######## design 1 ########
### config.mk
export PLATFORM = sky130hd
export DESIGN_NAME = mem_stream_decryptor
export DESIGN_NICKNAME = d
export VERILOG_FILES = /design/src/rtl/mem_pkg.sv /design/src/rtl/mem_stream_decryptor_mem.sv /design/src/rtl/mem_stream_decryptor.sv
export SDC_FILE = /design/constraint.sdc
export NUM_CORES = 1
export LEC_CHECK = 0
export CAP_MARGIN = 20
export CORE_ASPECT_RATIO = 1.2
export CORE_UTILIZATION = 57
export DETAILED_ROUTE_END_ITERATION = 10
export PLACE_DENSITY = 0.89
export SLEW_MARGIN = 20
export SYNTH_ARGS = -nofsm -noshare
export SYNTH_HDL_FRONTEND = slang
export SYNTH_SLANG_ARGS = --single-unit
export TNS_END_PERCENT = 5
### constraint.sdc
create_clock -name clk -period 8.03 [get_ports clk]
set_input_delay 1.606 -clock clk [delete_from_list [all_inputs] [get_ports clk]]
set_output_delay 1.606 -clock clk [all_outputs]
set_load 0.1 [all_outputs]
### src/rtl/mem_pkg.sv
// Shared MEM definitions: setting width, the printable-letter bounds, and the letter test
// that decides whether a byte steps the key sequence.
package mem_pkg;

  localparam int SETTING_W = 2;
  localparam logic [7:0] ASCII_A = 8'h41;
  localparam logic [7:0] ASCII_Z = 8'h5A;

  function automatic logic is_alpha(input logic [7:0] c);
    return (c >= ASCII_A) && (c <= ASCII_Z);
  endfunction

endpackage

### src/rtl/mem_stream_decryptor_mem.sv
// Combinational MEM mapping: each setting selects a fixed-point-free letter pairing, so
// applying the same setting twice returns the original letter. Non-letters pass unchanged.
module mem_stream_decryptor_mem
  import mem_pkg::*;
(
  output logic [7:0]           out,
  input  logic [7:0]           in,
  input  logic [SETTING_W-1:0] setting
);

  // Row = setting 00..11, column = letter A..Z, entry = partner letter
  localparam logic [0:3][0:25][7:0] MAP = {
    "OCBEDGFIHKJYNMAQPSRUTWVZLX",
    "BADCSGFIHLWJNMPORQEUTXKVZY",
    "BAHLFEOCJIMDKPGNRQTSVUXWZY",
    "BADCFEIRGKJQNMPOLHTSVUXWZY"
  };

  logic [4:0] idx_s;

  assign idx_s = 5'(in - ASCII_A);

  // Table lookup for letters, identity for everything else
  always_comb begin
    out = in;
    if (is_alpha(in)) begin
      out = MAP[setting][idx_s];
    end else begin
      out = in;
    end
  end

endmodule

### src/rtl/mem_stream_decryptor.sv
// Streaming MEM decryptor: steps a 2-bit setting through a loaded key per accepted letter.
// Optional macro MEM_DEC_NONALPHA_PASS_EN forwards non-letters instead of dropping them.
module mem_stream_decryptor
  import mem_pkg::*;
#(
  parameter int  KEY_LEN = 4,
  parameter int  CNT_W   = 16,
  localparam int PTR_W   = (KEY_LEN > 1) ? $clog2(KEY_LEN) : 1
) (
  input  logic                   clk,
  input  logic                   rst,
  input  logic                   key_load,
  input  logic [2*KEY_LEN-1:0]   key_i,
  input  logic                   resync,
  input  logic                   in_valid,
  output logic                   in_ready,
  input  logic [7:0]             in_data,
  output logic                   out_valid,
  input  logic                   out_ready,
  output logic [7:0]             out_data,
  output logic [PTR_W-1:0]       key_ptr,
  output logic [CNT_W-1:0]       char_count,
  output logic                   err
);

  logic [2*KEY_LEN-1:0] key_r;
  logic [2*KEY_LEN-1:0] key_shift_s;
  logic [PTR_W-1:0]     ptr_r;
  logic [CNT_W-1:0]     cnt_r;
  logic                 out_valid_r;
  logic [7:0]           out_data_r;
  logic [SETTING_W-1:0] setting_s;
  logic [7:0]           mem_out_s;
  logic                 accept_s;
  logic                 alpha_s;
  logic                 step_s;
  logic                 emit_s;

  // Slot 0 sits in the top bits, so shifting left by two per slot brings the active one to the top
  assign key_shift_s = key_r << {ptr_r, 1'b0};
  assign setting_s   = key_shift_s[2*KEY_LEN-1 -: SETTING_W];

  assign in_ready = (~out_valid_r | out_ready) & ~key_load & ~resync;
  assign accept_s = in_valid & in_ready;
  assign alpha_s  = is_alpha(in_data);
  assign step_s   = accept_s & alpha_s;

  mem_stream_decryptor_mem u_mem (
    .out     (mem_out_s),
    .in      (in_data),
    .setting (setting_s)
  );

`ifdef MEM_DEC_NONALPHA_PASS_EN
  assign emit_s = accept_s;
  assign err    = 1'b0;
`else
  logic err_r;

  assign emit_s = step_s;
  assign err    = err_r;

  // Flag each dropped non-letter for exactly one cycle
  always_ff @(posedge clk) begin
    if (rst) begin
      err_r <= 1'b0;
    end else begin
      err_r <= accept_s & ~alpha_s;
    end
  end
`endif

  // Output register, key register, pointer and saturating letter counter
  always_ff @(posedge clk) begin
    if (rst) begin
      key_r       <= '0;
      ptr_r       <= '0;
      cnt_r       <= '0;
      out_valid_r <= 1'b0;
      out_data_r  <= 8'h00;
    end else begin
      if (emit_s) begin
        out_valid_r <= 1'b1;
        out_data_r  <= mem_out_s;
      end else if (out_ready) begin
        out_valid_r <= 1'b0;
      end

      // key_load and resync block acceptance, so they never coincide with a step
      if (key_load) begin
        key_r <= key_i;
        ptr_r <= '0;
        cnt_r <= '0;
      end else if (resync) begin
        ptr_r <= '0;
      end else if (step_s) begin
        if (ptr_r == PTR_W'(KEY_LEN - 1)) begin
          ptr_r <= '0;
        end else begin
          ptr_r <= ptr_r + PTR_W'(1);
        end
        if (cnt_r != {CNT_W{1'b1}}) begin
          cnt_r <= cnt_r + CNT_W'(1);
        end
      end
    end
  end

  assign out_valid  = out_valid_r;
  assign out_data   = out_data_r;
  assign key_ptr    = ptr_r;
  assign char_count = cnt_r;

endmodule
######## design 2 ########
`src/rtl/universal_register.sv`:
```
// ---------------------------------------------------------------------------
// universal_register
//   WIDTH-bit state register with clock enable and synchronous reset. Eight
//   operating modes: hold, parallel load, shift left/right, rotate left/right
//   and count up/down. Intended as a datapath building block for counters,
//   serialisers and accumulators.
//
// Parameters
//   WIDTH    register width in bits (>= 2)
//   RST_VAL  value loaded into PO on reset
//
// Ports
//   clk    in   1      rising-edge clock
//   rst    in   1      synchronous reset, active-high (wins over cen)
//   cen    in   1      clock enable; register updates only when 1
//   mode   in   3      operation select
//   PI     in   WIDTH  parallel load data
//   sin_r  in   1      serial in, enters PO[0] on shift left
//   sin_l  in   1      serial in, enters PO[WIDTH-1] on shift right
//   PO     out  WIDTH  register contents
//   sout   out  1      serial out (combinational from PO and mode)
//   tc     out  1      terminal count (combinational from PO, mode and cen)
//
// Configuration macro
//   UREG_SAT_EN  when defined, the count modes saturate at all ones (up) and
//                at zero (down) instead of wrapping modulo 2^WIDTH.
// ---------------------------------------------------------------------------
module universal_register #(
  parameter int                 WIDTH   = 4,
  parameter logic [WIDTH-1:0]   RST_VAL = '0
) (
  input  logic             clk,
  input  logic             rst,
  input  logic             cen,
  input  logic [2:0]       mode,
  input  logic [WIDTH-1:0] PI,
  input  logic             sin_r,
  input  logic             sin_l,
  output logic [WIDTH-1:0] PO,
  output logic             sout,
  output logic             tc
);

  typedef enum logic [2:0] {
    MODE_HOLD = 3'b000,
    MODE_LOAD = 3'b001,
    MODE_SHL  = 3'b010,
    MODE_SHR  = 3'b011,
    MODE_ROL  = 3'b100,
    MODE_ROR  = 3'b101,
    MODE_UP   = 3'b110,
    MODE_DOWN = 3'b111
  } mode_e;

  localparam logic [WIDTH-1:0] ONE = {{(WIDTH-1){1'b0}}, 1'b1};

  logic [WIDTH-1:0] r_po;
  logic [WIDTH-1:0] w_next;
  logic             w_allOnes;
  logic             w_zero;
  mode_e            w_mode;

  assign w_mode    = mode_e'(mode);
  assign w_allOnes = &r_po;
  assign w_zero    = ~|r_po;

  // Next-state selection for an enabled edge. Reset and enable are applied
  // in the sequential block so this only describes the mode operation.
  always_comb begin
    w_next = r_po;
    case (w_mode)
      MODE_HOLD: w_next = r_po;
      MODE_LOAD: w_next = PI;
      MODE_SHL:  w_next = {r_po[WIDTH-2:0], sin_r};
      MODE_SHR:  w_next = {sin_l, r_po[WIDTH-1:1]};
      MODE_ROL:  w_next = {r_po[WIDTH-2:0], r_po[WIDTH-1]};
      MODE_ROR:  w_next = {r_po[0], r_po[WIDTH-1:1]};
`ifdef UREG_SAT_EN
      // Saturating counter: stick at the limit instead of wrapping.
      MODE_UP:   w_next = w_allOnes ? r_po : r_po + ONE;
      MODE_DOWN: w_next = w_zero    ? r_po : r_po - ONE;
`else
      // Wrapping counter: natural modulo 2^WIDTH arithmetic.
      MODE_UP:   w_next = r_po + ONE;
      MODE_DOWN: w_next = r_po - ONE;
`endif
      default:   w_next = r_po;
    endcase
  end

  // State register: reset has priority over the clock enable, and a pending
  // mode operation is discarded whenever reset is asserted at the edge.
  always_ff @(posedge clk) begin
    if (rst) begin
      r_po <= RST_VAL;
    end else if (cen) begin
      r_po <= w_next;
    end
  end

  // Serial out shows the bit that is about to leave the register in the
  // current shift/rotate direction; it is 0 in the non-serial modes.
  always_comb begin
    sout = 1'b0;
    case (w_mode)
      MODE_SHL, MODE_ROL: sout = r_po[WIDTH-1];
      MODE_SHR, MODE_ROR: sout = r_po[0];
      default:            sout = 1'b0;
    endcase
  end

  // Terminal count flags the cycle before a wrap (or the held limit when
  // saturating), only while the register is actually enabled.
  assign tc = cen & (((w_mode == MODE_UP)   & w_allOnes) |
                     ((w_mode == MODE_DOWN) & w_zero));

  assign PO = r_po;

endmodule

```
`config.mk`:
```
export PLATFORM = sky130hd
export DESIGN_NAME = universal_register
export DESIGN_NICKNAME = d
export VERILOG_FILES = /design/src/rtl/universal_register.sv
export SDC_FILE = /design/constraint.sdc
export NUM_CORES = 1
export LEC_CHECK = 0
export CORE_AREA = 4 4 41 43
export DETAILED_ROUTE_END_ITERATION = 10
export DIE_AREA = 0 0 45 47
export PLACE_DENSITY = 0.72
export SYNTH_ARGS = -nofsm -noshare
export SYNTH_HDL_FRONTEND = slang
export SYNTH_SLANG_ARGS = --single-unit
```
`constraint.sdc`:
```
create_clock -name clk -period 2.2 [get_ports clk]
set_input_delay 0.33 -clock clk [delete_from_list [all_inputs] [get_ports clk]]
set_output_delay 0.33 -clock clk [all_outputs]
set_load 0.02 [all_outputs]
```
==> design_2/placement_by_type.png <==
Scale: 10 px per um.
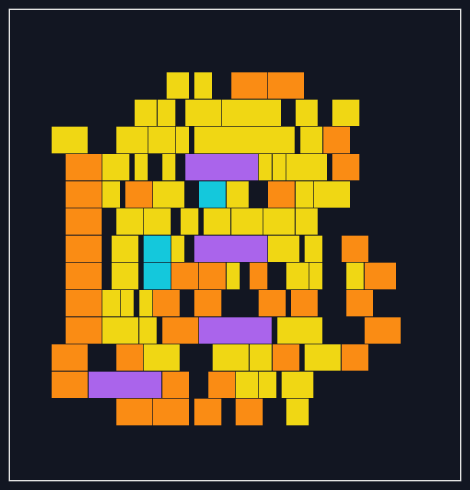
colour	class	cells	share of their area
orange	remaining buffers and delay cells	36	38%
cyan	clock drivers	3	2.8%
purple	sequential cells	4	9.9%
yellow	combinational and other logic	55	49%

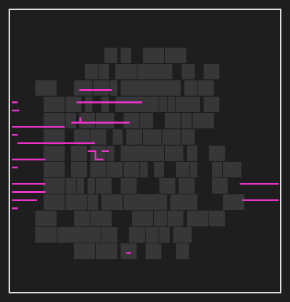
(design_2/layer_met3.png)
Scale: 6 px per um.
share of all routed wire	5.3%
longest straight run	12.6 um
met3 GRT Util: 2.68%
total number of vias: 639
Routed WL: 1.64 mm

==> results.txt, design 2 <==
Notes on the physical implementation.

- The slack of the worst reg-to-reg path is 0.41 ns, for reference.
- Ranked by total area, the top cell class in this layout is combinational gates.
- The register with the most flip-flops in the layout has 4 of them.
- The number of placed instances, taps included, is approximately 110.
- Clock tree synthesis selected as its root buffer the cell sky130_fd_sc_hd__clkbuf_4.
- The post-cts sizing count is 3, for reference.
- The DRC violation total left in the routed layout is recorded as 2.
- At the pin with the least slew margin, the transition time is 0.265 ns.
- The delay of the slowest critical-path stage is 0.47 ns, for reference.
- Final hold analysis gives a worst-case slack of slightly above 0.7 ns.
- The count of non-filler cells in the finished layout is 113, for reference.
- The power in the clock group is 91.6 uW, for reference.
- The total inserted antenna cells is 0, for reference.
- The flow ran to the end, but the final reports show violations.
- The final reports fail on DRC.
- The well-tap cell count is 15, for reference.
- OpenROAD emitted warnings numbering 26.
- The area fraction in compound gates after synthesis is 27.6%, for reference.
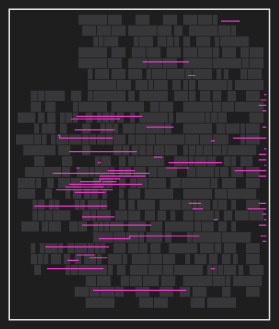
(design_1/layer_met3.png)
Scale: 4 px per um.
wire length on this layer	391 um
share of all routed wire	5.7%
nets with wire on the layer	44
main direction	horizontal
met3 GRT Util: 4.17%
Routed WL: 6.82 mm

==> results.txt, design 1 <==
Notes on the physical implementation.

- After Yosys synthesis, XOR and XNOR cells account for 6.19% of the synthesized area.
- The count of antenna-violating nets left after detailed routing is 0, for reference.
- The topmost layer with routed signal wires is met4, for reference.
- Once the clock tree was built, the setup fixing pass inserted 0 buffers.
- The post-CTS clock slew at the launch and capture registers of the worst setup and hold paths is 0.07 ns, for reference.
- The area share of the largest cell type after synthesis is 26.8%, for reference.
- The number of enable flip-flop cells is 0, for reference.
- The kind of cell adding the most delay to the critical path is buffers and inverters, for reference.
- The power report lists the combinational group at between 100 and 150 uW.
- The final critical path takes up around two thirds of the cycle.
- The number of global-route vias before repair is 2577.
- The horizontal die dimension is around 65 um, for reference.
- The fraction of the core area covered by cells at the end of the flow is ~70%, for reference.
- The switching component of the power was reported as 134 uW.
- The met1 global-route usage is 36.7%, for reference.
- The number of placed cells counting well taps is 419, for reference.
- Summed over all cells, the static leakage comes to about 1.1 nW.
- In this run the maximum-capacitance check reported violations numbering 0.
- Leaving out buffers and inverters, the combinational logic in the layout accounts for about 0.0018 mm2.
- The first TritonRoute pass finished after 8 iterations.
- The mean instance size in the synthesized netlist is between 8 and 9 um2, for reference.
- The finished cells cover 0.00319 mm2.
- Entering global routing, the biggest net connects 35 pins.
- The pin closest to its max-slew limit shows a slew of 1.00 ns.
- The layout has 8 inverters outside the clock class.
- The routed design uses 390 um of met3 wire.
- In the routed design, unresolved DRC markers number 2.
- The total via count in the routed design is 2629, for reference.
- The critical path depth is 4, for reference.
- The port buffer count is around 50, for reference.
- The report lists the number of cells resized after CTS as 0.
- In the floorplan report the effective utilization is 59.0%.
- The initial antenna violation count came to 0.
- The endpoint identified for the worst register-to-register timing path is out_data[2].
- The part of the power in the clock network is 31.2%, for reference.
- The overall global routing resource usage is 29.9%, for reference.
- The flow ran to the end, but the final reports show violations.
- Across the whole layout, storage elements account for slightly above 700 um2.
- The final worst-path setup slack is about 2.6 ns, for reference.
- The required time at the worst-slack endpoint is 6.42 ns, for reference.
- The post-CTS hold buffer count recorded in the log is 0.
- The last timing report of the flow puts the setup violation total at 0.
- The number of flip-flops in the largest register is 16, for reference.
- For the clock group, total power comes out at ~130 uW.
- Setup repair after global routing left no endpoint under its margin.
- The final reports fail on DRC.
- Counting instances, the worst hold path has a depth of 1.
- The area of the core is 0.00456 mm2, for reference.
- Leaving out fill and tap cells, the most frequent cell in the layout is sky130_fd_sc_hd__clkdlybuf4s50_1.
- STA lists the startpoint of the worst register-to-register path as key_ptr[1].
- The total overflow left after global routing is 0.
- The vertical extent of the die is roughly 77 um, for reference.
- The netlist area before placement is 0.00269 mm2, for reference.
- The total number of nets in the final design is 403, for reference.
- The post-synth register bit count is 36.
- The count of non-filler cells in the finished layout is 427, for reference.
- The top cell type by total area after synthesis is sky130_fd_sc_hd__dfxtp_1, for reference.

######## design 3 ########
==> design_3/placement.png <==
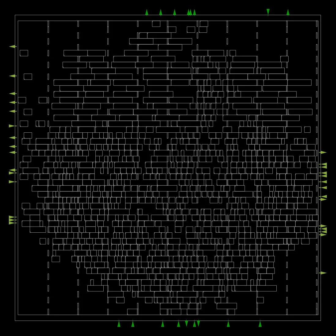

[config.mk]
export PLATFORM = sky130hd
export DESIGN_NAME = acc_alu_reg
export DESIGN_NICKNAME = d
export VERILOG_FILES = /design/src/rtl/acc_pkg.sv /design/src/rtl/acc_lifo.sv /design/src/rtl/acc_alu_reg.sv
export SDC_FILE = /design/constraint.sdc
export NUM_CORES = 1
export LEC_CHECK = 0
export CORE_UTILIZATION = 35
export CTS_CLUSTER_DIAMETER = 40
export DETAILED_ROUTE_END_ITERATION = 10
export GPL_ROUTABILITY_DRIVEN = 0
export SETUP_SLACK_MARGIN = 0.4
export SYNTH_ARGS = -nofsm -noshare
export SYNTH_HDL_FRONTEND = slang
export SYNTH_SLANG_ARGS = --single-unit
[constraint.sdc]
create_clock -name clk -period 3.8 [get_ports clk]
set_clock_uncertainty 0.2 [all_clocks]
set_input_delay 0.76 -clock clk [delete_from_list [all_inputs] [get_ports clk]]
set_output_delay 0.76 -clock clk [all_outputs]
set_load 0.02 [all_outputs]
[src/rtl/acc_pkg.sv]
// Shared opcode encoding and default sizes for the accumulator datapath.
package acc_pkg;

    localparam int unsigned OP_W            = 4;
    localparam int unsigned DEF_WIDTH       = 16;
    localparam int unsigned DEF_STACK_DEPTH = 4;

    typedef enum logic [OP_W-1:0] {
        OP_NOP    = 4'd0,
        OP_LOAD   = 4'd1,
        OP_CLR    = 4'd2,
        OP_ADD    = 4'd3,
        OP_SUB    = 4'd4,
        OP_AND    = 4'd5,
        OP_OR     = 4'd6,
        OP_XOR    = 4'd7,
        OP_SHL    = 4'd8,
        OP_SHR    = 4'd9,
        OP_PUSH   = 4'd10,
        OP_POP    = 4'd11,
        OP_RSV12  = 4'd12,
        OP_RSV13  = 4'd13,
        OP_RSV14  = 4'd14,
        OP_RSV15  = 4'd15
    } op_t;

endpackage

[src/rtl/acc_lifo.sv]
// Register-array LIFO holding saved accumulator values; owns the full/empty bounds.
module acc_lifo
    import acc_pkg::*;
#(
    parameter int unsigned WIDTH = DEF_WIDTH,
    parameter int unsigned DEPTH = DEF_STACK_DEPTH
) (
    input  logic             clk,
    input  logic             reset,
    input  logic             push_i,
    input  logic             pop_i,
    input  logic [WIDTH-1:0] data_i,
    output logic [WIDTH-1:0] data_c,
    output logic             full_o,
    output logic             empty_o
);

    localparam int unsigned CW = $clog2(DEPTH + 1);
    localparam int unsigned AW = (DEPTH > 1) ? $clog2(DEPTH) : 1;

    logic [WIDTH-1:0] mem_q [DEPTH];
    logic [CW-1:0]    cnt_q;
    logic [CW-1:0]    cnt_d;
    logic             full_q;
    logic             empty_q;
    logic             push_ok;
    logic             pop_ok;
    logic [AW-1:0]    wr_idx;
    logic [AW-1:0]    rd_idx;

    // Requests past the boundaries are ignored here, so the pointer never wraps.
    assign push_ok = push_i && !full_q;
    assign pop_ok  = pop_i && !empty_q;
    assign wr_idx  = AW'(cnt_q);
    assign rd_idx  = AW'(cnt_q - CW'(1));
    assign data_c  = mem_q[rd_idx];
    assign full_o  = full_q;
    assign empty_o = empty_q;

    // Next entry count.
    always_comb begin
        cnt_d = cnt_q;
        if (push_ok) begin
            cnt_d = cnt_q + CW'(1);
        end else if (pop_ok) begin
            cnt_d = cnt_q - CW'(1);
        end
    end

    // Count and registered boundary flags.
    always_ff @(posedge clk) begin
        if (reset) begin
            cnt_q   <= '0;
            full_q  <= 1'b0;
            empty_q <= 1'b1;
        end else begin
            cnt_q   <= cnt_d;
            full_q  <= (cnt_d == CW'(DEPTH));
            empty_q <= (cnt_d == '0);
        end
    end

    // Entry storage; contents are meaningless after reset so no reset here.
    always_ff @(posedge clk) begin
        if (!reset && push_ok) begin
            mem_q[wr_idx] <= data_i;
        end
    end

endmodule

[src/rtl/acc_alu_reg.sv]
// Accumulator register with ALU ops, NZCV flags, save/restore stack and error pulse.
module acc_alu_reg
    import acc_pkg::*;
#(
    parameter int unsigned WIDTH       = DEF_WIDTH,
    parameter int unsigned STACK_DEPTH = DEF_STACK_DEPTH,
    parameter int unsigned SATURATE    = 0
) (
    input  logic             clk,
    input  logic             reset,
    input  logic             en,
    input  logic [OP_W-1:0]  op,
    input  logic [WIDTH-1:0] in,
    output logic [WIDTH-1:0] acc,
    output logic             flag_z,
    output logic             flag_n,
    output logic             flag_c,
    output logic             flag_v,
    output logic             stack_full,
    output logic             stack_empty,
    output logic             err
);

    localparam int unsigned MSB = WIDTH - 1;
    localparam logic [WIDTH-1:0] SMAX = {1'b0, {(WIDTH-1){1'b1}}};
    localparam logic [WIDTH-1:0] SMIN = {1'b1, {(WIDTH-1){1'b0}}};

    op_t              op_e;
    logic [WIDTH-1:0] acc_q, acc_d;
    logic             z_q, z_d;
    logic             n_q, n_d;
    logic             c_q, c_d;
    logic             v_q, v_d;
    logic             err_q, err_d;
    logic             wr_acc;
    logic             push_c;
    logic             pop_c;
    logic [WIDTH-1:0] stk_top_c;
    logic             stk_full;
    logic             stk_empty;
    logic [WIDTH:0]   sum_c;
    logic [WIDTH:0]   dif_c;

    assign op_e  = op_t'(op);
    assign sum_c = {1'b0, acc_q} + {1'b0, in};
    assign dif_c = {1'b0, acc_q} - {1'b0, in};

    acc_lifo #(
        .WIDTH (WIDTH),
        .DEPTH (STACK_DEPTH)
    ) u_lifo (
        .clk     (clk),
        .reset   (reset),
        .push_i  (push_c),
        .pop_i   (pop_c),
        .data_i  (acc_q),
        .data_c  (stk_top_c),
        .full_o  (stk_full),
        .empty_o (stk_empty)
    );

    // Opcode decode, ALU result, flag next-state and error detection.
    always_comb begin
        acc_d  = acc_q;
        z_d    = z_q;
        n_d    = n_q;
        c_d    = c_q;
        v_d    = v_q;
        err_d  = 1'b0;
        wr_acc = 1'b0;
        push_c = 1'b0;
        pop_c  = 1'b0;
        if (en) begin
            case (op_e)
                OP_NOP: begin
                end
                OP_LOAD: begin
                    acc_d  = in;
                    c_d    = 1'b0;
                    v_d    = 1'b0;
                    wr_acc = 1'b1;
                end
                OP_CLR: begin
                    acc_d  = '0;
                    c_d    = 1'b0;
                    v_d    = 1'b0;
                    wr_acc = 1'b1;
                end
                OP_ADD: begin
                    c_d    = sum_c[WIDTH];
                    v_d    = (acc_q[MSB] == in[MSB]) && (sum_c[MSB] != acc_q[MSB]);
                    acc_d  = sum_c[WIDTH-1:0];
                    // On overflow the true result has the sign of acc.
                    if ((SATURATE != 0) && v_d) begin
                        acc_d = acc_q[MSB] ? SMIN : SMAX;
                    end
                    wr_acc = 1'b1;
                end
                OP_SUB: begin
                    c_d    = dif_c[WIDTH];
                    v_d    = (acc_q[MSB] != in[MSB]) && (dif_c[MSB] != acc_q[MSB]);
                    acc_d  = dif_c[WIDTH-1:0];
                    if ((SATURATE != 0) && v_d) begin
                        acc_d = acc_q[MSB] ? SMIN : SMAX;
                    end
                    wr_acc = 1'b1;
                end
                OP_AND: begin
                    acc_d  = acc_q & in;
                    wr_acc = 1'b1;
                end
                OP_OR: begin
                    acc_d  = acc_q | in;
                    wr_acc = 1'b1;
                end
                OP_XOR: begin
                    acc_d  = acc_q ^ in;
                    wr_acc = 1'b1;
                end
                OP_SHL: begin
                    acc_d  = {acc_q[WIDTH-2:0], 1'b0};
                    c_d    = acc_q[MSB];
                    v_d    = acc_q[MSB] ^ acc_q[WIDTH-2];
                    wr_acc = 1'b1;
                end
                OP_SHR: begin
                    acc_d  = {1'b0, acc_q[WIDTH-1:1]};
                    c_d    = acc_q[0];
                    v_d    = 1'b0;
                    wr_acc = 1'b1;
                end
                OP_PUSH: begin
                    if (stk_full) begin
                        err_d = 1'b1;
                    end else begin
                        push_c = 1'b1;
                    end
                end
                OP_POP: begin
                    if (stk_empty) begin
                        err_d = 1'b1;
                    end else begin
                        pop_c  = 1'b1;
                        acc_d  = stk_top_c;
                        wr_acc = 1'b1;
                    end
                end
                default: begin
                    err_d = 1'b1;
                end
            endcase
        end
        if (wr_acc) begin
            z_d = (acc_d == '0);
            n_d = acc_d[MSB];
        end
    end

    // Accumulator, flag and error registers.
    always_ff @(posedge clk) begin
        if (reset) begin
            acc_q <= '0;
            z_q   <= 1'b1;
            n_q   <= 1'b0;
            c_q   <= 1'b0;
            v_q   <= 1'b0;
            err_q <= 1'b0;
        end else begin
            acc_q <= acc_d;
            z_q   <= z_d;
            n_q   <= n_d;
            c_q   <= c_d;
            v_q   <= v_d;
            err_q <= err_d;
        end
    end

    assign acc         = acc_q;
    assign flag_z      = z_q;
    assign flag_n      = n_q;
    assign flag_c      = c_q;
    assign flag_v      = v_q;
    assign err         = err_q;
    assign stack_full  = stk_full;
    assign stack_empty = stk_empty;

endmodule

######## design 4 ########
### config.mk
export PLATFORM = sky130hd
export DESIGN_NAME = bitstream_decoder
export DESIGN_NICKNAME = d
export VERILOG_FILES = /design/src/rtl/bitstream_pkg.sv /design/src/rtl/bitstream_decoder.sv
export SDC_FILE = /design/constraint.sdc
export NUM_CORES = 1
export LEC_CHECK = 0
export ABC_AREA = 1
export CAP_MARGIN = 20
export CORE_MARGIN = 2
export CORE_UTILIZATION = 44
export DETAILED_ROUTE_END_ITERATION = 7
export GPL_ROUTABILITY_DRIVEN = 0
export PLACE_DENSITY = 0.77
export SYNTH_ARGS = -nofsm -noshare
export SYNTH_HDL_FRONTEND = slang
export SYNTH_SLANG_ARGS = --single-unit
### constraint.sdc
create_clock -name clk -period 1.2 [get_ports clk]
set_input_delay 0.18 -clock clk [delete_from_list [all_inputs] [get_ports clk]]
set_output_delay 0.18 -clock clk [all_outputs]
set_load 0.01 [all_outputs]
### src/rtl/bitstream_pkg.sv
// ---------------------------------------------------------------------------
// bitstream_pkg
// Definitions shared by the stochastic bitstream encoders and decoders:
// decoder state encoding, counter width helper and the default stream length.
// ---------------------------------------------------------------------------
package bitstream_pkg;

    // Default window length, shared with the encoders (integer scale 0..255).
    localparam int STREAM_LENGTH = 255;

    typedef enum logic {
        IDLE = 1'b0,
        RUN  = 1'b1
    } dec_state_t;

    // Width needed to hold 0..length inclusive.
    function automatic int cnt_width(input int length);
        return $clog2(length + 1);
    endfunction

endpackage

### src/rtl/bitstream_decoder.sv
// ---------------------------------------------------------------------------
// bitstream_decoder
// Counts ones over a window of LENGTH valid bits and converts the count to a
// signed integer: unipolar gives value = ones, bipolar gives
// value = 2*ones - LENGTH. Windows are started by a start pulse (one-shot) or
// chained with no dead cycle when cont is high at the end of a window.
//
// Ports
//   clk         system clock, rising edge
//   rst         asynchronous active-high reset
//   start       begins a window when idle, ignored while running
//   cont        sampled on the last bit: restart immediately when high
//   clear       synchronous abort to idle, overrides start and bits
//   bit_in      stochastic bit
//   bit_valid   qualifies bit_in; low stalls the window
//   busy        high while a window is running
//   value       signed result of the last completed window
//   value_valid one-cycle strobe when value updates
// ---------------------------------------------------------------------------
module bitstream_decoder
    import bitstream_pkg::*;
#(
    parameter int LENGTH  = STREAM_LENGTH,
    parameter bit BIPOLAR = 1'b0,
    parameter int OUT_W   = 32
) (
    input  logic                    clk,
    input  logic                    rst,
    input  logic                    start,
    input  logic                    cont,
    input  logic                    clear,
    input  logic                    bit_in,
    input  logic                    bit_valid,
    output logic                    busy,
    output logic signed [OUT_W-1:0] value,
    output logic                    value_valid
);

    localparam int CW = cnt_width(LENGTH);

    if (LENGTH < 2 || LENGTH > 65535 || OUT_W < cnt_width(LENGTH) + 2) begin : g_param_check
        $fatal(1, "bitstream_decoder: LENGTH must be 2..65535 and OUT_W >= clog2(LENGTH+1)+2");
    end

    dec_state_t     state;
    logic [CW-1:0]  bit_cnt;
    logic [CW-1:0]  ones;

    logic           last_bit;
    logic [CW-1:0]  total;
    logic [OUT_W-1:0] total_ext;
    logic [OUT_W-1:0] result;

    assign last_bit  = (bit_cnt == CW'(LENGTH - 1));
    assign total     = ones + CW'(bit_in);
    assign total_ext = OUT_W'(total);
    // Two's-complement wraparound gives the signed 2*total - LENGTH directly;
    // OUT_W has two bits of headroom so the result never overflows.
    assign result    = BIPOLAR ? ((total_ext << 1) - OUT_W'(LENGTH)) : total_ext;

    always_ff @(posedge clk or posedge rst) begin
        if (rst) begin
            state       <= IDLE;
            bit_cnt     <= '0;
            ones        <= '0;
            busy        <= 1'b0;
            value       <= '0;
            value_valid <= 1'b0;
        end else begin
            value_valid <= 1'b0;
            if (clear) begin
                state   <= IDLE;
                busy    <= 1'b0;
                bit_cnt <= '0;
                ones    <= '0;
            end else begin
                case (state)
                    IDLE: begin
                        // Any bit arriving alongside start belongs to no window.
                        if (start) begin
                            state   <= RUN;
                            busy    <= 1'b1;
                            bit_cnt <= '0;
                            ones    <= '0;
                        end
                    end
                    RUN: begin
                        if (bit_valid) begin
                            if (last_bit) begin
                                value       <= $signed(result);
                                value_valid <= 1'b1;
                                bit_cnt     <= '0;
                                ones        <= '0;
                                if (!cont) begin
                                    state <= IDLE;
                                    busy  <= 1'b0;
                                end
                            end else begin
                                bit_cnt <= bit_cnt + CW'(1);
                                ones    <= total;
                            end
                        end
                    end
                    default: begin
                        state <= IDLE;
                        busy  <= 1'b0;
                    end
                endcase
            end
        end
    end

endmodule

######## design 5 ########
<file path="src/rtl/systolic_tile_ctrl.sv">
// Sequencer for an N x N systolic MAC tile: clear, feed, skew flush, row drain, repeated per tile.
// Optional TILE_CTRL_ABORT_EN macro adds an abort input that clears the array and returns to IDLE.
module systolic_tile_ctrl #(
  parameter int ARRAY_DIM = 4,
  parameter int K_W       = 8,
  parameter int T_W       = 8,
  localparam int RW       = $clog2(ARRAY_DIM)
) (
  input  logic           clk,
  input  logic           rst,
`ifdef TILE_CTRL_ABORT_EN
  input  logic           abort,
`endif
  input  logic           start,
  input  logic [K_W-1:0] cfg_k,
  input  logic [T_W-1:0] cfg_tiles,
  output logic           mac_clear,
  output logic           feed_valid,
  output logic [K_W-1:0] feed_k_idx,
  output logic [T_W-1:0] tile_idx,
  output logic           drain_valid,
  input  logic           drain_ready,
  output logic [RW-1:0]  drain_row,
  output logic           busy,
  output logic           done
);

  // The last operand enters PE(0,0) and needs 2*(N-1) hops plus one register stage to land in PE(N-1,N-1).
  localparam int FLUSH_LEN = 2 * (ARRAY_DIM - 1) + 1;
  localparam int FW        = $clog2(FLUSH_LEN + 1);

  typedef enum logic [2:0] {
    S_IDLE,
    S_CLEAR,
    S_FEED,
    S_FLUSH,
    S_DRAIN,
    S_DONE
  } state_t;

  state_t         state_q;
  state_t         state_d;
  logic [K_W-1:0] cfg_k_q;
  logic [T_W-1:0] cfg_tiles_q;
  logic [K_W-1:0] k_cnt_q;
  logic [FW-1:0]  flush_cnt_q;
  logic [RW-1:0]  row_q;
  logic [T_W-1:0] tile_q;

  logic           k_last;
  logic           flush_last;
  logic           row_last;
  logic           more_tiles;
  logic           abort_go;
  logic           abort_q;

  assign k_last     = (k_cnt_q == cfg_k_q - K_W'(1));
  assign flush_last = (flush_cnt_q == FW'(FLUSH_LEN - 1));
  assign row_last   = (row_q == RW'(ARRAY_DIM - 1));
  assign more_tiles = (({1'b0, tile_q} + (T_W + 1)'(1)) < {1'b0, cfg_tiles_q});

`ifdef TILE_CTRL_ABORT_EN
  assign abort_go = abort && (state_q != S_IDLE);

  // Remembers that the CLEAR in progress came from an abort, so it exits to IDLE.
  always_ff @(posedge clk or posedge rst) begin
    if (rst) begin
      abort_q <= 1'b0;
    end else begin
      abort_q <= abort_go;
    end
  end
`else
  assign abort_go = 1'b0;
  assign abort_q  = 1'b0;
`endif

  always_ff @(posedge clk or posedge rst) begin
    if (rst) begin
      state_q <= S_IDLE;
    end else begin
      state_q <= state_d;
    end
  end

  always_comb begin
    state_d = state_q;
    case (state_q)
      S_IDLE: begin
        if (start) begin
          state_d = (cfg_tiles == '0) ? S_DONE : S_CLEAR;
        end
      end
      S_CLEAR: begin
        if (abort_q) begin
          state_d = S_IDLE;
        end else begin
          state_d = (cfg_k_q == '0) ? S_FLUSH : S_FEED;
        end
      end
      S_FEED: begin
        if (k_last) state_d = S_FLUSH;
      end
      S_FLUSH: begin
        if (flush_last) state_d = S_DRAIN;
      end
      S_DRAIN: begin
        if (drain_ready && row_last) begin
          state_d = more_tiles ? S_CLEAR : S_DONE;
        end
      end
      S_DONE: begin
        state_d = S_IDLE;
      end
      default: begin
        state_d = S_IDLE;
      end
    endcase
    if (abort_go) state_d = S_CLEAR;
  end

  always_ff @(posedge clk or posedge rst) begin
    if (rst) begin
      cfg_k_q     <= '0;
      cfg_tiles_q <= '0;
      k_cnt_q     <= '0;
      flush_cnt_q <= '0;
      row_q       <= '0;
      tile_q      <= '0;
    end else begin
      case (state_q)
        S_IDLE: begin
          if (start) begin
            cfg_k_q     <= cfg_k;
            cfg_tiles_q <= cfg_tiles;
            tile_q      <= '0;
          end
        end
        S_CLEAR: begin
          k_cnt_q     <= '0;
          flush_cnt_q <= '0;
          row_q       <= '0;
        end
        S_FEED: begin
          k_cnt_q <= k_cnt_q + K_W'(1);
        end
        S_FLUSH: begin
          flush_cnt_q <= flush_cnt_q + FW'(1);
        end
        S_DRAIN: begin
          if (drain_ready) begin
            row_q <= row_q + RW'(1);
            if (row_last && more_tiles) tile_q <= tile_q + T_W'(1);
          end
        end
        default: begin
        end
      endcase
    end
  end

  // Moore outputs: indices read as zero outside the states that own them.
  assign mac_clear   = (state_q == S_CLEAR);
  assign feed_valid  = (state_q == S_FEED);
  assign feed_k_idx  = (state_q == S_FEED) ? k_cnt_q : '0;
  assign drain_valid = (state_q == S_DRAIN);
  assign drain_row   = (state_q == S_DRAIN) ? row_q : '0;
  assign tile_idx    = tile_q;
  assign busy        = (state_q != S_IDLE);
  assign done        = (state_q == S_DONE);

endmodule

</file>
<file path="config.mk">
export PLATFORM = sky130hd
export DESIGN_NAME = systolic_tile_ctrl
export DESIGN_NICKNAME = d
export VERILOG_FILES = /design/src/rtl/systolic_tile_ctrl.sv
export SDC_FILE = /design/constraint.sdc
export NUM_CORES = 1
export LEC_CHECK = 0
export ABC_CLOCK_PERIOD_IN_PS = 3300
export CORE_AREA = 2 2 71 73
export CTS_BUF_LIST = sky130_fd_sc_hd__clkbuf_4
export CTS_CLUSTER_DIAMETER = 60
export DETAILED_ROUTE_END_ITERATION = 8
export DIE_AREA = 0 0 73 75
export GPL_TIMING_DRIVEN = 1
export PLACE_DENSITY = 0.8
export SETUP_SLACK_MARGIN = 0.02
export SLEW_MARGIN = 20
export SYNTH_ARGS = -nofsm -noshare
export SYNTH_HDL_FRONTEND = slang
export SYNTH_SLANG_ARGS = --single-unit
export TNS_END_PERCENT = 5
</file>
<file path="constraint.sdc">
create_clock -name clk -period 3.3 [get_ports clk]
set_input_delay 0.825 -clock clk [delete_from_list [all_inputs] [get_ports clk]]
set_output_delay 0.825 -clock clk [all_outputs]
set_load 0.01 [all_outputs]
</file>
######## design 6 ########
`src/rtl/idu_pipe.sv`:
```
// Registered RV32I decode stage: decodes ALU/branch/jump/upper-immediate ops, reads and
// forwards operands, and holds one decoded op behind a valid/ready handshake toward exu.
module idu_pipe #(
    parameter int unsigned DATA_WIDTH = 32,
    parameter int unsigned ADDR_WIDTH = 10,
    parameter int unsigned REG_AW     = 5
) (
    input  logic                  clk,
    input  logic                  rst,
    input  logic                  in_valid,
    output logic                  in_ready,
    input  logic [DATA_WIDTH-1:0] instr_i,
    input  logic [ADDR_WIDTH-1:0] instr_addr_i,
    output logic [REG_AW-1:0]     rs1_addr_o,
    output logic [REG_AW-1:0]     rs2_addr_o,
    input  logic [DATA_WIDTH-1:0] rs1_data_i,
    input  logic [DATA_WIDTH-1:0] rs2_data_i,
    input  logic                  wb_en_i,
    input  logic [REG_AW-1:0]     wb_addr_i,
    input  logic [DATA_WIDTH-1:0] wb_data_i,
    input  logic                  flush_i,
    output logic                  out_valid,
    input  logic                  out_ready,
    output logic [DATA_WIDTH-1:0] instr_o,
    output logic [ADDR_WIDTH-1:0] instr_addr_o,
    output logic [DATA_WIDTH-1:0] op1_o,
    output logic [DATA_WIDTH-1:0] op2_o,
    output logic [DATA_WIDTH-1:0] imm_o,
    output logic [REG_AW-1:0]     rd_addr_o,
    output logic                  wen_o,
    output logic                  illegal_o
);

    localparam logic [6:0] OpcOpImm  = 7'b0010011;
    localparam logic [6:0] OpcOp     = 7'b0110011;
    localparam logic [6:0] OpcBranch = 7'b1100011;
    localparam logic [6:0] OpcJal    = 7'b1101111;
    localparam logic [6:0] OpcJalr   = 7'b1100111;
    localparam logic [6:0] OpcLui    = 7'b0110111;
    localparam logic [6:0] OpcAuipc  = 7'b0010111;

    logic [6:0]            opcode;
    logic [2:0]            funct3;
    logic [6:0]            funct7;
    logic [REG_AW-1:0]     rs1_f, rs2_f, rd_f;
    logic [DATA_WIDTH-1:0] imm_i, imm_b, imm_j, imm_u, pc_ext;
    logic [DATA_WIDTH-1:0] rs1_val, rs2_val;

    assign opcode = instr_i[6:0];
    assign funct3 = instr_i[14:12];
    assign funct7 = instr_i[31:25];
    assign rs1_f  = REG_AW'(instr_i[19:15]);
    assign rs2_f  = REG_AW'(instr_i[24:20]);
    assign rd_f   = REG_AW'(instr_i[11:7]);
    assign pc_ext = DATA_WIDTH'(instr_addr_i);

    assign imm_i = DATA_WIDTH'($signed(instr_i[31:20]));
    assign imm_b = DATA_WIDTH'($signed({instr_i[31], instr_i[7], instr_i[30:25],
                                        instr_i[11:8], 1'b0}));
    assign imm_j = DATA_WIDTH'($signed({instr_i[31], instr_i[19:12], instr_i[20],
                                        instr_i[30:21], 1'b0}));
    assign imm_u = DATA_WIDTH'($signed({instr_i[31:12], 12'b0}));

    // x0 reads as zero; a same-cycle write-back overrides the regfile value.
    function automatic logic [DATA_WIDTH-1:0] read_op(
        input logic [REG_AW-1:0]     addr,
        input logic [DATA_WIDTH-1:0] rf_data,
        input logic                  wb_en,
        input logic [REG_AW-1:0]     wb_addr,
        input logic [DATA_WIDTH-1:0] wb_data
    );
        if (addr == '0) return '0;
        if (wb_en && (wb_addr == addr)) return wb_data;
        return rf_data;
    endfunction

    assign rs1_val = read_op(rs1_f, rs1_data_i, wb_en_i, wb_addr_i, wb_data_i);
    assign rs2_val = read_op(rs2_f, rs2_data_i, wb_en_i, wb_addr_i, wb_data_i);

    logic                  legal, use_rs1, use_rs2, has_rd;
    logic [DATA_WIDTH-1:0] op1_d, op2_d, imm_d;
    logic [REG_AW-1:0]     rd_d;
    logic                  wen_d, illegal_d;

    always_comb begin
        legal   = 1'b1;
        use_rs1 = 1'b0;
        use_rs2 = 1'b0;
        has_rd  = 1'b0;
        op1_d   = '0;
        op2_d   = '0;
        imm_d   = '0;
        unique case (opcode)
            OpcOpImm: begin
                if (funct3 == 3'b001) legal = (funct7 == 7'h00);
                else if (funct3 == 3'b101) legal = (funct7 == 7'h00) || (funct7 == 7'h20);
                use_rs1 = 1'b1;
                has_rd  = 1'b1;
                op1_d   = rs1_val;
                op2_d   = imm_i;
                imm_d   = imm_i;
            end
            OpcOp: begin
                legal   = (funct7 == 7'h00) ||
                          ((funct7 == 7'h20) && ((funct3 == 3'b000) || (funct3 == 3'b101)));
                use_rs1 = 1'b1;
                use_rs2 = 1'b1;
                has_rd  = 1'b1;
                op1_d   = rs1_val;
                op2_d   = rs2_val;
            end
            OpcBranch: begin
                legal   = (funct3 != 3'b010) && (funct3 != 3'b011);
                use_rs1 = 1'b1;
                use_rs2 = 1'b1;
                op1_d   = rs1_val;
                op2_d   = rs2_val;
                imm_d   = imm_b;
            end
            OpcJal: begin
                has_rd = 1'b1;
                op1_d  = pc_ext;
                op2_d  = DATA_WIDTH'(4);
                imm_d  = imm_j;
            end
            OpcJalr: begin
                legal   = (funct3 == 3'b000);
                use_rs1 = 1'b1;
                has_rd  = 1'b1;
                op1_d   = rs1_val;
                op2_d   = imm_i;
                imm_d   = imm_i;
            end
            OpcLui: begin
                has_rd = 1'b1;
                op2_d  = imm_u;
                imm_d  = imm_u;
            end
            OpcAuipc: begin
                has_rd = 1'b1;
                op1_d  = pc_ext;
                op2_d  = imm_u;
                imm_d  = imm_u;
            end
            default: legal = 1'b0;
        endcase
        // Illegal ops travel down the pipe as inert bubbles flagged for exu.
        if (!legal) begin
            use_rs1 = 1'b0;
            use_rs2 = 1'b0;
            has_rd  = 1'b0;
            op1_d   = '0;
            op2_d   = '0;
            imm_d   = '0;
        end
        illegal_d = !legal;
        rd_d      = has_rd ? rd_f : '0;
        wen_d     = has_rd && (rd_f != '0);
    end

    assign rs1_addr_o = use_rs1 ? rs1_f : '0;
    assign rs2_addr_o = use_rs2 ? rs2_f : '0;

    logic                  valid_q, valid_d;
    logic [DATA_WIDTH-1:0] instr_q, op1_q, op2_q, imm_q;
    logic [ADDR_WIDTH-1:0] addr_q;
    logic [REG_AW-1:0]     rd_q;
    logic                  wen_q, illegal_q;
    logic                  hazard, load;

    // The held op's result is not forwardable until exu returns it on wb_*.
    assign hazard = valid_q && wen_q && (rd_q != '0) &&
                    ((use_rs1 && (rs1_f == rd_q)) || (use_rs2 && (rs2_f == rd_q)));

    assign in_ready = (!valid_q || out_ready) && !hazard && !flush_i;
    assign load     = in_valid && in_ready;

    always_comb begin
        valid_d = valid_q;
        if (flush_i)        valid_d = 1'b0;
        else if (load)      valid_d = 1'b1;
        else if (out_ready) valid_d = 1'b0;
    end

    always_ff @(posedge clk) begin
        if (rst) begin
            valid_q   <= 1'b0;
            instr_q   <= '0;
            addr_q    <= '0;
            op1_q     <= '0;
            op2_q     <= '0;
            imm_q     <= '0;
            rd_q      <= '0;
            wen_q     <= 1'b0;
            illegal_q <= 1'b0;
        end else begin
            valid_q <= valid_d;
            if (load) begin
                instr_q   <= instr_i;
                addr_q    <= instr_addr_i;
                op1_q     <= op1_d;
                op2_q     <= op2_d;
                imm_q     <= imm_d;
                rd_q      <= rd_d;
                wen_q     <= wen_d;
                illegal_q <= illegal_d;
            end
        end
    end

    assign out_valid    = valid_q;
    assign instr_o      = instr_q;
    assign instr_addr_o = addr_q;
    assign op1_o        = op1_q;
    assign op2_o        = op2_q;
    assign imm_o        = imm_q;
    assign rd_addr_o    = rd_q;
    assign wen_o        = wen_q;
    assign illegal_o    = illegal_q;

endmodule

```
`config.mk`:
```
export PLATFORM = sky130hd
export DESIGN_NAME = idu_pipe
export DESIGN_NICKNAME = d
export VERILOG_FILES = /design/src/rtl/idu_pipe.sv
export SDC_FILE = /design/constraint.sdc
export NUM_CORES = 1
export LEC_CHECK = 0
export CAP_MARGIN = 25
export CORE_ASPECT_RATIO = 2
export CORE_MARGIN = 5
export CORE_UTILIZATION = 48
export CTS_CLUSTER_DIAMETER = 30
export DETAILED_ROUTE_END_ITERATION = 10
export GPL_ROUTABILITY_DRIVEN = 0
export PLACE_DENSITY_LB_ADDON = 0.1
export SLEW_MARGIN = 0
export SYNTH_ARGS = -nofsm -noshare
export SYNTH_HDL_FRONTEND = slang
export SYNTH_SLANG_ARGS = --single-unit
```
`constraint.sdc`:
```
create_clock -name clk -period 5.9 [get_ports clk]
set_input_delay 1.18 -clock clk [delete_from_list [all_inputs] [get_ports clk]]
set_output_delay 1.18 -clock clk [all_outputs]
set_load 0.03 [all_outputs]
```
==> design_5/layer_met3.png <==
Scale: 4 px per um.
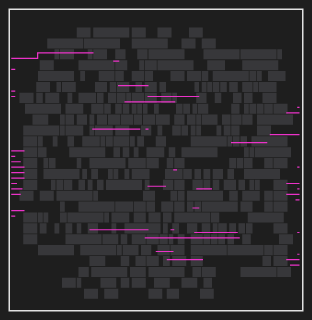
wire length on this layer	197 um
share of all routed wire	3.7%
Routed WL: 5.28 mm
total number of vias: 2119
met3 GRT Util: 4.28%

==> results.txt, design 5 <==
Notes on the physical implementation.

- In this build the clock could be raised as far as 329 MHz.
- The clock insertion delay at the later pin of the skew report is 0.36 ns, for reference.
- The mean instance size in the synthesized netlist is 8.99 um2, for reference.
- The logs give a warning total of 27.
- The clock tree skew after final layout is 0.0136 ns, for reference.
- In the final layout, non-clock buffers account for 15.1% of the cell area.
- The critical path capture point type is an output port, for reference.
- The number of search-and-repair iterations in the first detailed-routing pass is 4, for reference.
- The port buffer count is 42, for reference.
- The multi-input gate area in the final layout is approximately 0.0014 mm2, for reference.
- The sum of overflow across all layers after global routing is 0, for reference.
- Non-clock buffers in the final layout number 47.
- The die outline area is 0.00548 mm2, for reference.
- After synthesis, flip-flops and latches occupy 40.0% of the total area.
- The flow ran to the end, and the final reports show no timing, DRC or antenna violations.
- Counting buffers and inverters, the worst setup path is 4 cells deep.
- For the worst reg-to-reg path, the endpoint reported by OpenROAD is tile_idx[5].
- Setup repair after global routing left no endpoint under its margin.
- In the layout the commonest cells are 42 x sky130_fd_sc_hd__clkdlybuf4s50_1, 40 x sky130_fd_sc_hd__dfrtp_1, 29 x sky130_fd_sc_hd__nand2_1.
- The xor/xnor cell area share of the yosys netlist is under 10%, for reference.
- Headroom to the max-slew limit came out at 59.7%.
- The largest cell class by area is combinational gates, for reference.
- The number of cells traversed by the worst hold path is 1, for reference.
- The well-tap cell count is 54, for reference.
- The count of cells in the finished layout, fillers not included, comes to about 380.
- The sequential group power is between 800 and 900 uW, for reference.
- The area of all placed cells without fillers is 0.00303 mm2, for reference.
- The overall global routing resource usage is 21.4%, for reference.
- The timing startpoint of the critical path is state_q[2], for reference.
- The DRC violation total after the first TritonRoute iteration is about 190, for reference.
- The initial antenna violation count is 0, for reference.
- STA puts the critical path data required time at 2.47 ns.
- The tree built by TritonCTS fans out to 40 sinks.
- The number of remaining DRC errors is 0, for reference.
- The number of setup violations in the final report is 0, for reference.
- OpenROAD reports that the post-layout worst path occupies between 90% and 100% of the period.
- After filler insertion, the fill cell instance count of the layout stands at 422.
- The worst slack after detailed placement is a little under 0.6 ns, for reference.
- The number of different library cells used by synthesis comes to 52.
- The clock period minus worst slack is around 3.0 ns, for reference.
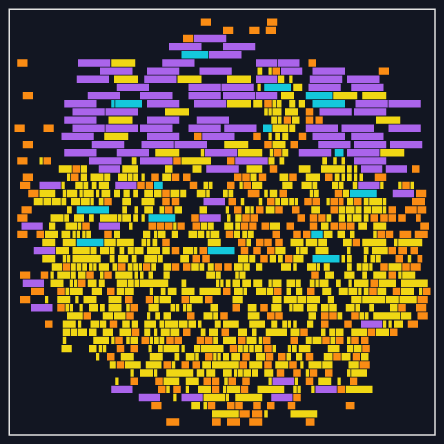
(design_3/placement_by_type.png)
Scale: 3 px per um.
colour	class	cells	share of their area
cyan	clock drivers and dummy loads	16	3.4%
orange	remaining buffers and delay cells	262	22%
yellow	combinational and other logic	574	49%
purple	sequential cells	90	26%
Placement Rows: 50
share of cell area taken by flip-flops and latches: 24.9%
end-of-flow core utilization: 52.0%
final cell area excluding filler cells: 0.00982 mm2

## Picture notes: design_3/placement.png
core area: 0.0189 mm2
tap cell instance count: 260
tally of filler cells in the layout: 1768
num sequential: 90

==> results.txt, design 3 <==
Notes on the physical implementation.

- The clock insertion delay at the later pin of the skew report is 0.37 ns, for reference.
- The slowest stage of the critical path belongs to the cell sky130_fd_sc_hd__or3b_4.
- The share of the yosys chip area belonging to registers is 35.9%, for reference.
- The source of the worst register-to-register timing path is u_lifo.cnt_q[1], for reference.
- The netlist area before placement is 0.00680 mm2, for reference.
- The most critical hold endpoint after final layout shows a slack of 0.354 ns.
- The part of the power in the clock network is 33.5%, for reference.
- Hold analysis shows the worst path with a depth of 2.
- The type of the tightest min-delay check is reg2reg, for reference.
- roughly 520 cells are multi-input combinational gates.
- The most frequent cell after synthesis is sky130_fd_sc_hd__edfxtp_1, for reference.
- The synthesized netlist cell count is 709, for reference.
- The number of CTS-inserted buffers is 9, for reference.
- The top flip-flop cell by instance count after synthesis is sky130_fd_sc_hd__edfxtp_1, for reference.
- The post-synthesis async set-or-reset flop share is 0%, for reference.
- The script computed the net switching share of total power as 31.0%.
- The synth_stat.txt file lists the number of cells as between 700 and 800.
- Per the placement log, port buffering inserted 45 buffers.
- Ranked by total cell area, the synthesized netlist is headed by sky130_fd_sc_hd__edfxtp_1 28%, sky130_fd_sc_hd__ha_1 10%, sky130_fd_sc_hd__dfxtp_1 7.7%, sky130_fd_sc_hd__mux4_2 5.3%, sky130_fd_sc_hd__a21oi_1 4.0%.
- Clock cells make up 3.33% of the layout cell area.
- Yosys mapped a number of flops with a built-in enable equal to 64.
- The worst setup path is of the in2reg kind.
- The total inserted antenna cells is 0, for reference.
- Per the final timing report, the hold violations number 0.
- The sum of overflow across all layers after global routing is 0, for reference.
- The share of cells above drive strength 1 is 37.4%, for reference.
- The largest driver fanout on the critical path is 9, for reference.
- The Yosys step of the flow raised 0 warnings.
- The met2 wire length is between 10 and 15 mm, for reference.
- The number of placed cells counting well taps is 1171, for reference.
- Setup repair after global routing left no endpoint under its margin.
- The flow ran to the end, and the final reports show no timing, DRC or antenna violations.
- Measured against the total synthesized area, the mux share comes to between 7 and 8%.
- Of the available clock period, the critical path in the final layout requires about 87%.
- At the pin with the least slew margin, the transition time is 0.716 ns.
- Counting the inverters off the clock network in the layout gives 54.
- Summing all placed instances gives a cell area of 0.00889 mm2.
- The number of top-level pins is 46, for reference.
- Per the detail_route report, the via count comes to 6749.
- The TritonCTS clock tree is built, for reference.
- The area fraction in compound gates after synthesis is 22.6%, for reference.
- The register with the most flip-flops in the layout has 64 of them.
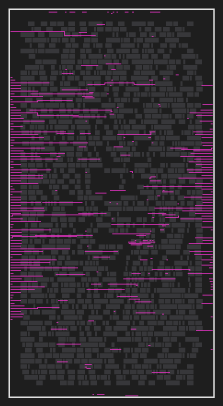
(design_6/layer_met3.png)
Scale: 2 px per um.
longest straight run	40.9 um
wire length on this layer	2170 um
share of all routed wire	7.0%
nets with wire on the layer	228

==> results.txt, design 6 <==
Notes on the physical implementation.

- The run finished with clean final reports.
- The layer flagged by global routing as most heavily used is met2.
- The net count of the mapped netlist is 1090, for reference.
- The sequential group power is 1.01 mW, for reference.
- Looking at the VDD voltage map, the peak drop is 204 uV.
- The wire length on met3 is 2.17 mm, for reference.
- Max fanout on the critical path was recorded as 13.
- In this run, power in the clock network comes to 1.11 mW.
- In this run the standard cell core region covers between 0.015 and 0.02 mm2.
- Counting plain and timing-repair buffers in the layout gives roughly 330.
- The yosys synthesis chip area is 0.00806 mm2, for reference.
- The count of cells in the finished layout, fillers not included, comes to 1426.
- In this design, the critical path's most frequently occurring cell is sky130_fd_sc_hd__clkdlybuf4s50_1.
- The delay of the slowest critical-path stage is 0.66 ns, for reference.
- The aggregate routed wire length is 31.0 mm, for reference.
- The flow measured a signed area growth from synthesis to layout of 46.2%.
- Leaving out the clock tree, the finished layout contains an inverter count of 4.
- The share of the cycle needed by the critical path after routing is 90.6%, for reference.
- The topmost layer with routed signal wires is met5, for reference.
- In the Yosys report the total cell count is between 900 and 1000.
- The mapped netlist covers 0.00806 mm2.
- Counting both buffers and inverters, the worst setup path holds a total of 2.
- The number of hold buffers added after cts is 0, for reference.
- The library cell used as clock root buffer is sky130_fd_sc_hd__clkbuf_16, for reference.
- Global routing used between 30% and 40% of the available tracks.
- The part of the power in the clock network is 44.5%, for reference.
- Nets still carrying antenna violations after routing amount to 0.
- The critical path capture point type is an output port, for reference.
- Counting every sink on the clock net gives 146.
- The internal power consumption is 1.84 mW, for reference.
- Setup repair after global routing left no endpoint under its margin.
- The share of cells above drive strength 1 is 8.13%, for reference.
- The achievable clock frequency is 187 MHz, for reference.
- After detailed routing, the average wire length per cell comes to 21.8 um.
- The finished layout reports a core utilization of between 70% and 80%.
- The worst hold slack is 0.457 ns, for reference.
- The xor/xnor cell area share of the yosys netlist is 2.39%, for reference.
- The initial antenna violation count came to 3.
- The number of failing hold endpoints at the final stage is 0, for reference.
- The logic share of the area is 40.0%, for reference.
- The multi-input combinational cells in the finished layout cover a total of about 0.0047 mm2.
- The synthesized design devotes to its leading area cell type 36.3% of total area.
- The top flip-flop cell by instance count after synthesis is sky130_fd_sc_hd__dfxtp_1, for reference.
- Across the placement rows, the number of tap cells is 207.
- The share of the yosys chip area belonging to registers is 36.3%, for reference.
- The sum of overflow across all layers after global routing is 0, for reference.
- The number of max-slew violations in the final report is 0, for reference.
- The number of cells traversed by the worst hold path is 2, for reference.
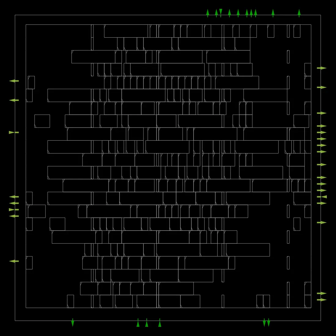
(design_4/placement.png)
tally of filler cells in the layout: 296
core area: 0.00361 mm2
Placement Rows: 22

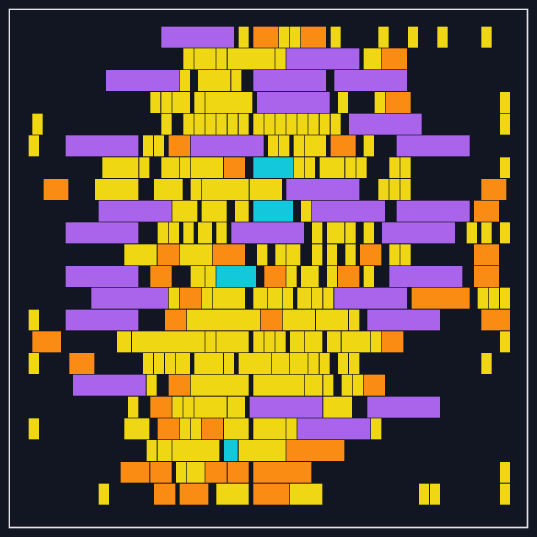
(design_4/placement_by_type.png)
Scale: 8 px per um.
colour	class	cells	share of their area
orange	remaining buffers and delay cells	40	17%
purple	sequential cells	27	32%
yellow	combinational and other logic	182	49%
cyan	clock drivers and dummy loads	4	2.2%
share of cell area taken by flip-flops and latches: 30.8%
end-of-flow core utilization: 60.9%
final cell area excluding filler cells: 0.00220 mm2

==> results.txt, design 4 <==
Notes on the physical implementation.

- Per the summary, power density relative to cell area is 796 mW/mm2.
- The buffer count excluding the clock tree in the final layout is 40, for reference.
- The power in combinational cells is 280 uW, for reference.
- The post-cts sizing count is 35, for reference.
- The share of the cycle needed by the critical path after routing is 109%, for reference.
- The TritonCTS clock tree is built, for reference.
- The count of buffers added on input and output ports is 16.
- In this run the critical register-to-register path is captured at bit_cnt[3].
- In the layout the commonest cells are 73 x sky130_fd_sc_hd__nand2_1, 26 x sky130_fd_sc_hd__dfrtp_1, 24 x sky130_fd_sc_hd__conb_1.
- The wire length on met3 is 183 um, for reference.
- The biggest combinational cell group after synthesis is simple AND/OR/NAND/NOR gates, for reference.
- The design received a total of 48 well taps at floorplan.
- The worst slack after detailed placement is -0.391 ns, for reference.
- The routed design could run at a clock period as short as 1.31 ns.
- Per report_power, the sequential group accounts for 53.5% of the total.
- The largest registers in the layout are bit_cnt x8, ones x8, value x8.
- On met1, the global router reports a usage of between 20% and 30%.
- The die covers 0.00417 mm2.
- The met2 wire length is 1.61 mm, for reference.
- The routing usage on met2 is 29.2%, for reference.
- The top flip-flop cell by instance count after synthesis is sky130_fd_sc_hd__dfrtp_1, for reference.
- Signal routing reaches up to met4.
- STA classifies the critical path startpoint as a flop.
- The vertical extent of the die is 64.6 um, for reference.
- Across all hold checks on the routed design, the worst slack comes to ~0.23 ns.
- Between the synthesized netlist and the finished layout, the area growth was recorded as 36.0%.
- The required time at the worst-slack endpoint is 1.38 ns, for reference.
- The initial antenna violation count is 0, for reference.
- The timing report attributes the biggest portion of critical-path delay to simple AND/OR/NAND/NOR gates.
- The number of setup violations in the final report is 26, for reference.
- The final worst-path setup slack is -0.105 ns, for reference.
- The checks that failed: setup timing.
- The total number of nets in the final design is 265, for reference.
- The critical path's slowest stage uses the library cell sky130_fd_sc_hd__dfrtp_1.
- The busiest layer in global routing is met2, for reference.
- The flow ran to the end, but the final reports show violations.

==> layout pictures side by side <==
Register map, names as in the netlist.
picture 1
Scale: 2 px per um. Other sequential cells in the stronger grey, the rest of the logic in the fainter grey.
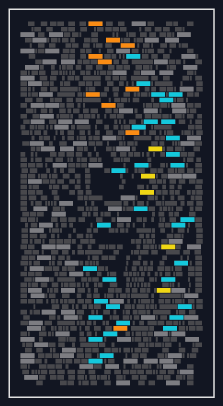
picture 2
Scale: 4 px per um. Other sequential cells in the stronger grey, the rest of the logic in the fainter grey.
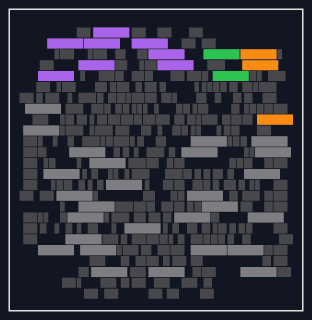
picture 3
Scale: 3 px per um. Other sequential cells in the stronger grey, the rest of the logic in the fainter grey.
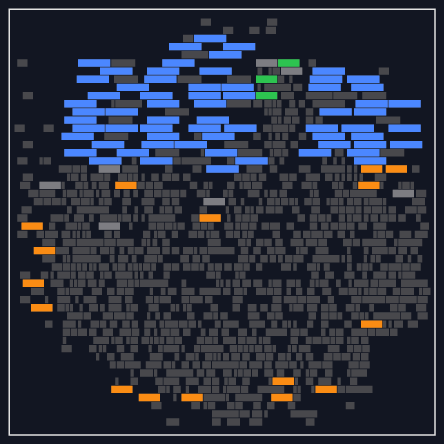
picture 1: design 6
picture 3: design 3
picture 2: design 5
Of these, fewest cells: picture 2
Of these, most sequential cells: picture 1



## Gallery

Cell classes on the final placement.
shot_01.png
Scale: 3 px per um.
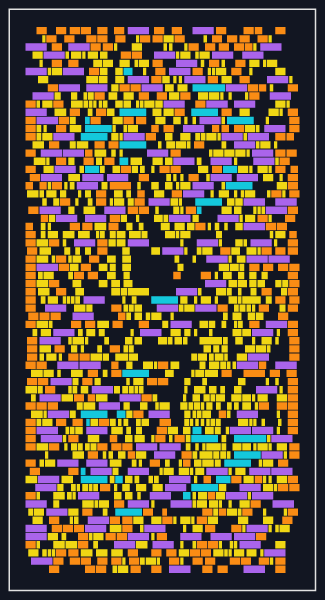
shot_02.png
Scale: 6 px per um.
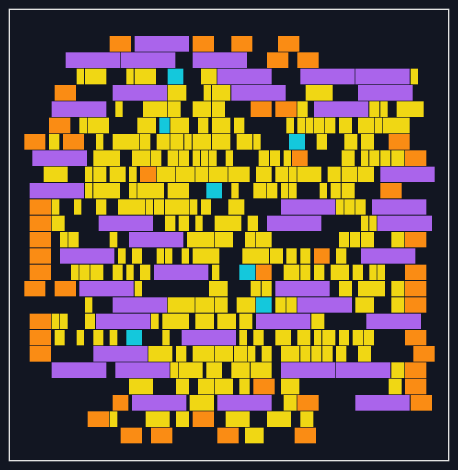
shot_03.png
Scale: 6 px per um.
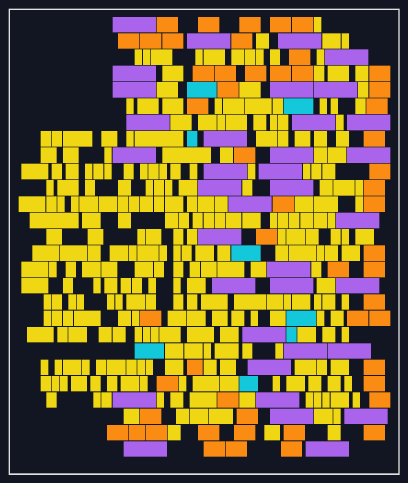
shot_02.png is design 5.
shot_01.png is design 6.
shot_03.png is design 1.
The one with the most sequential cells is shot_01.png.
The one with the most cells is shot_01.png.


==> screenshots <==
Cell placement.
Plate I
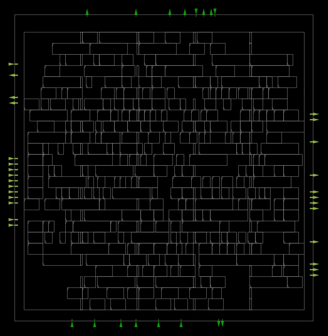
Plate II
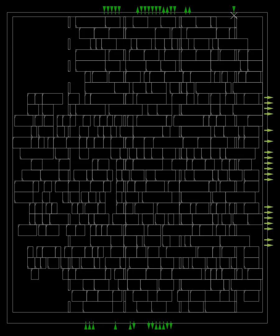
Plate III
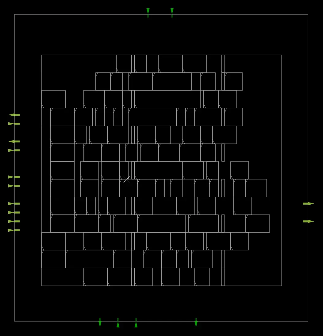
Plate IV
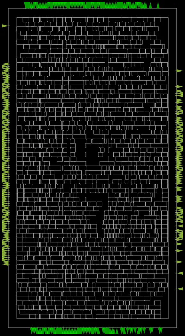
design 2 -> Plate III
design 6 -> Plate IV
design 1 -> Plate II
design 5 -> Plate I

Power figures rest on the tool's default switching activity, not on a simulated workload.
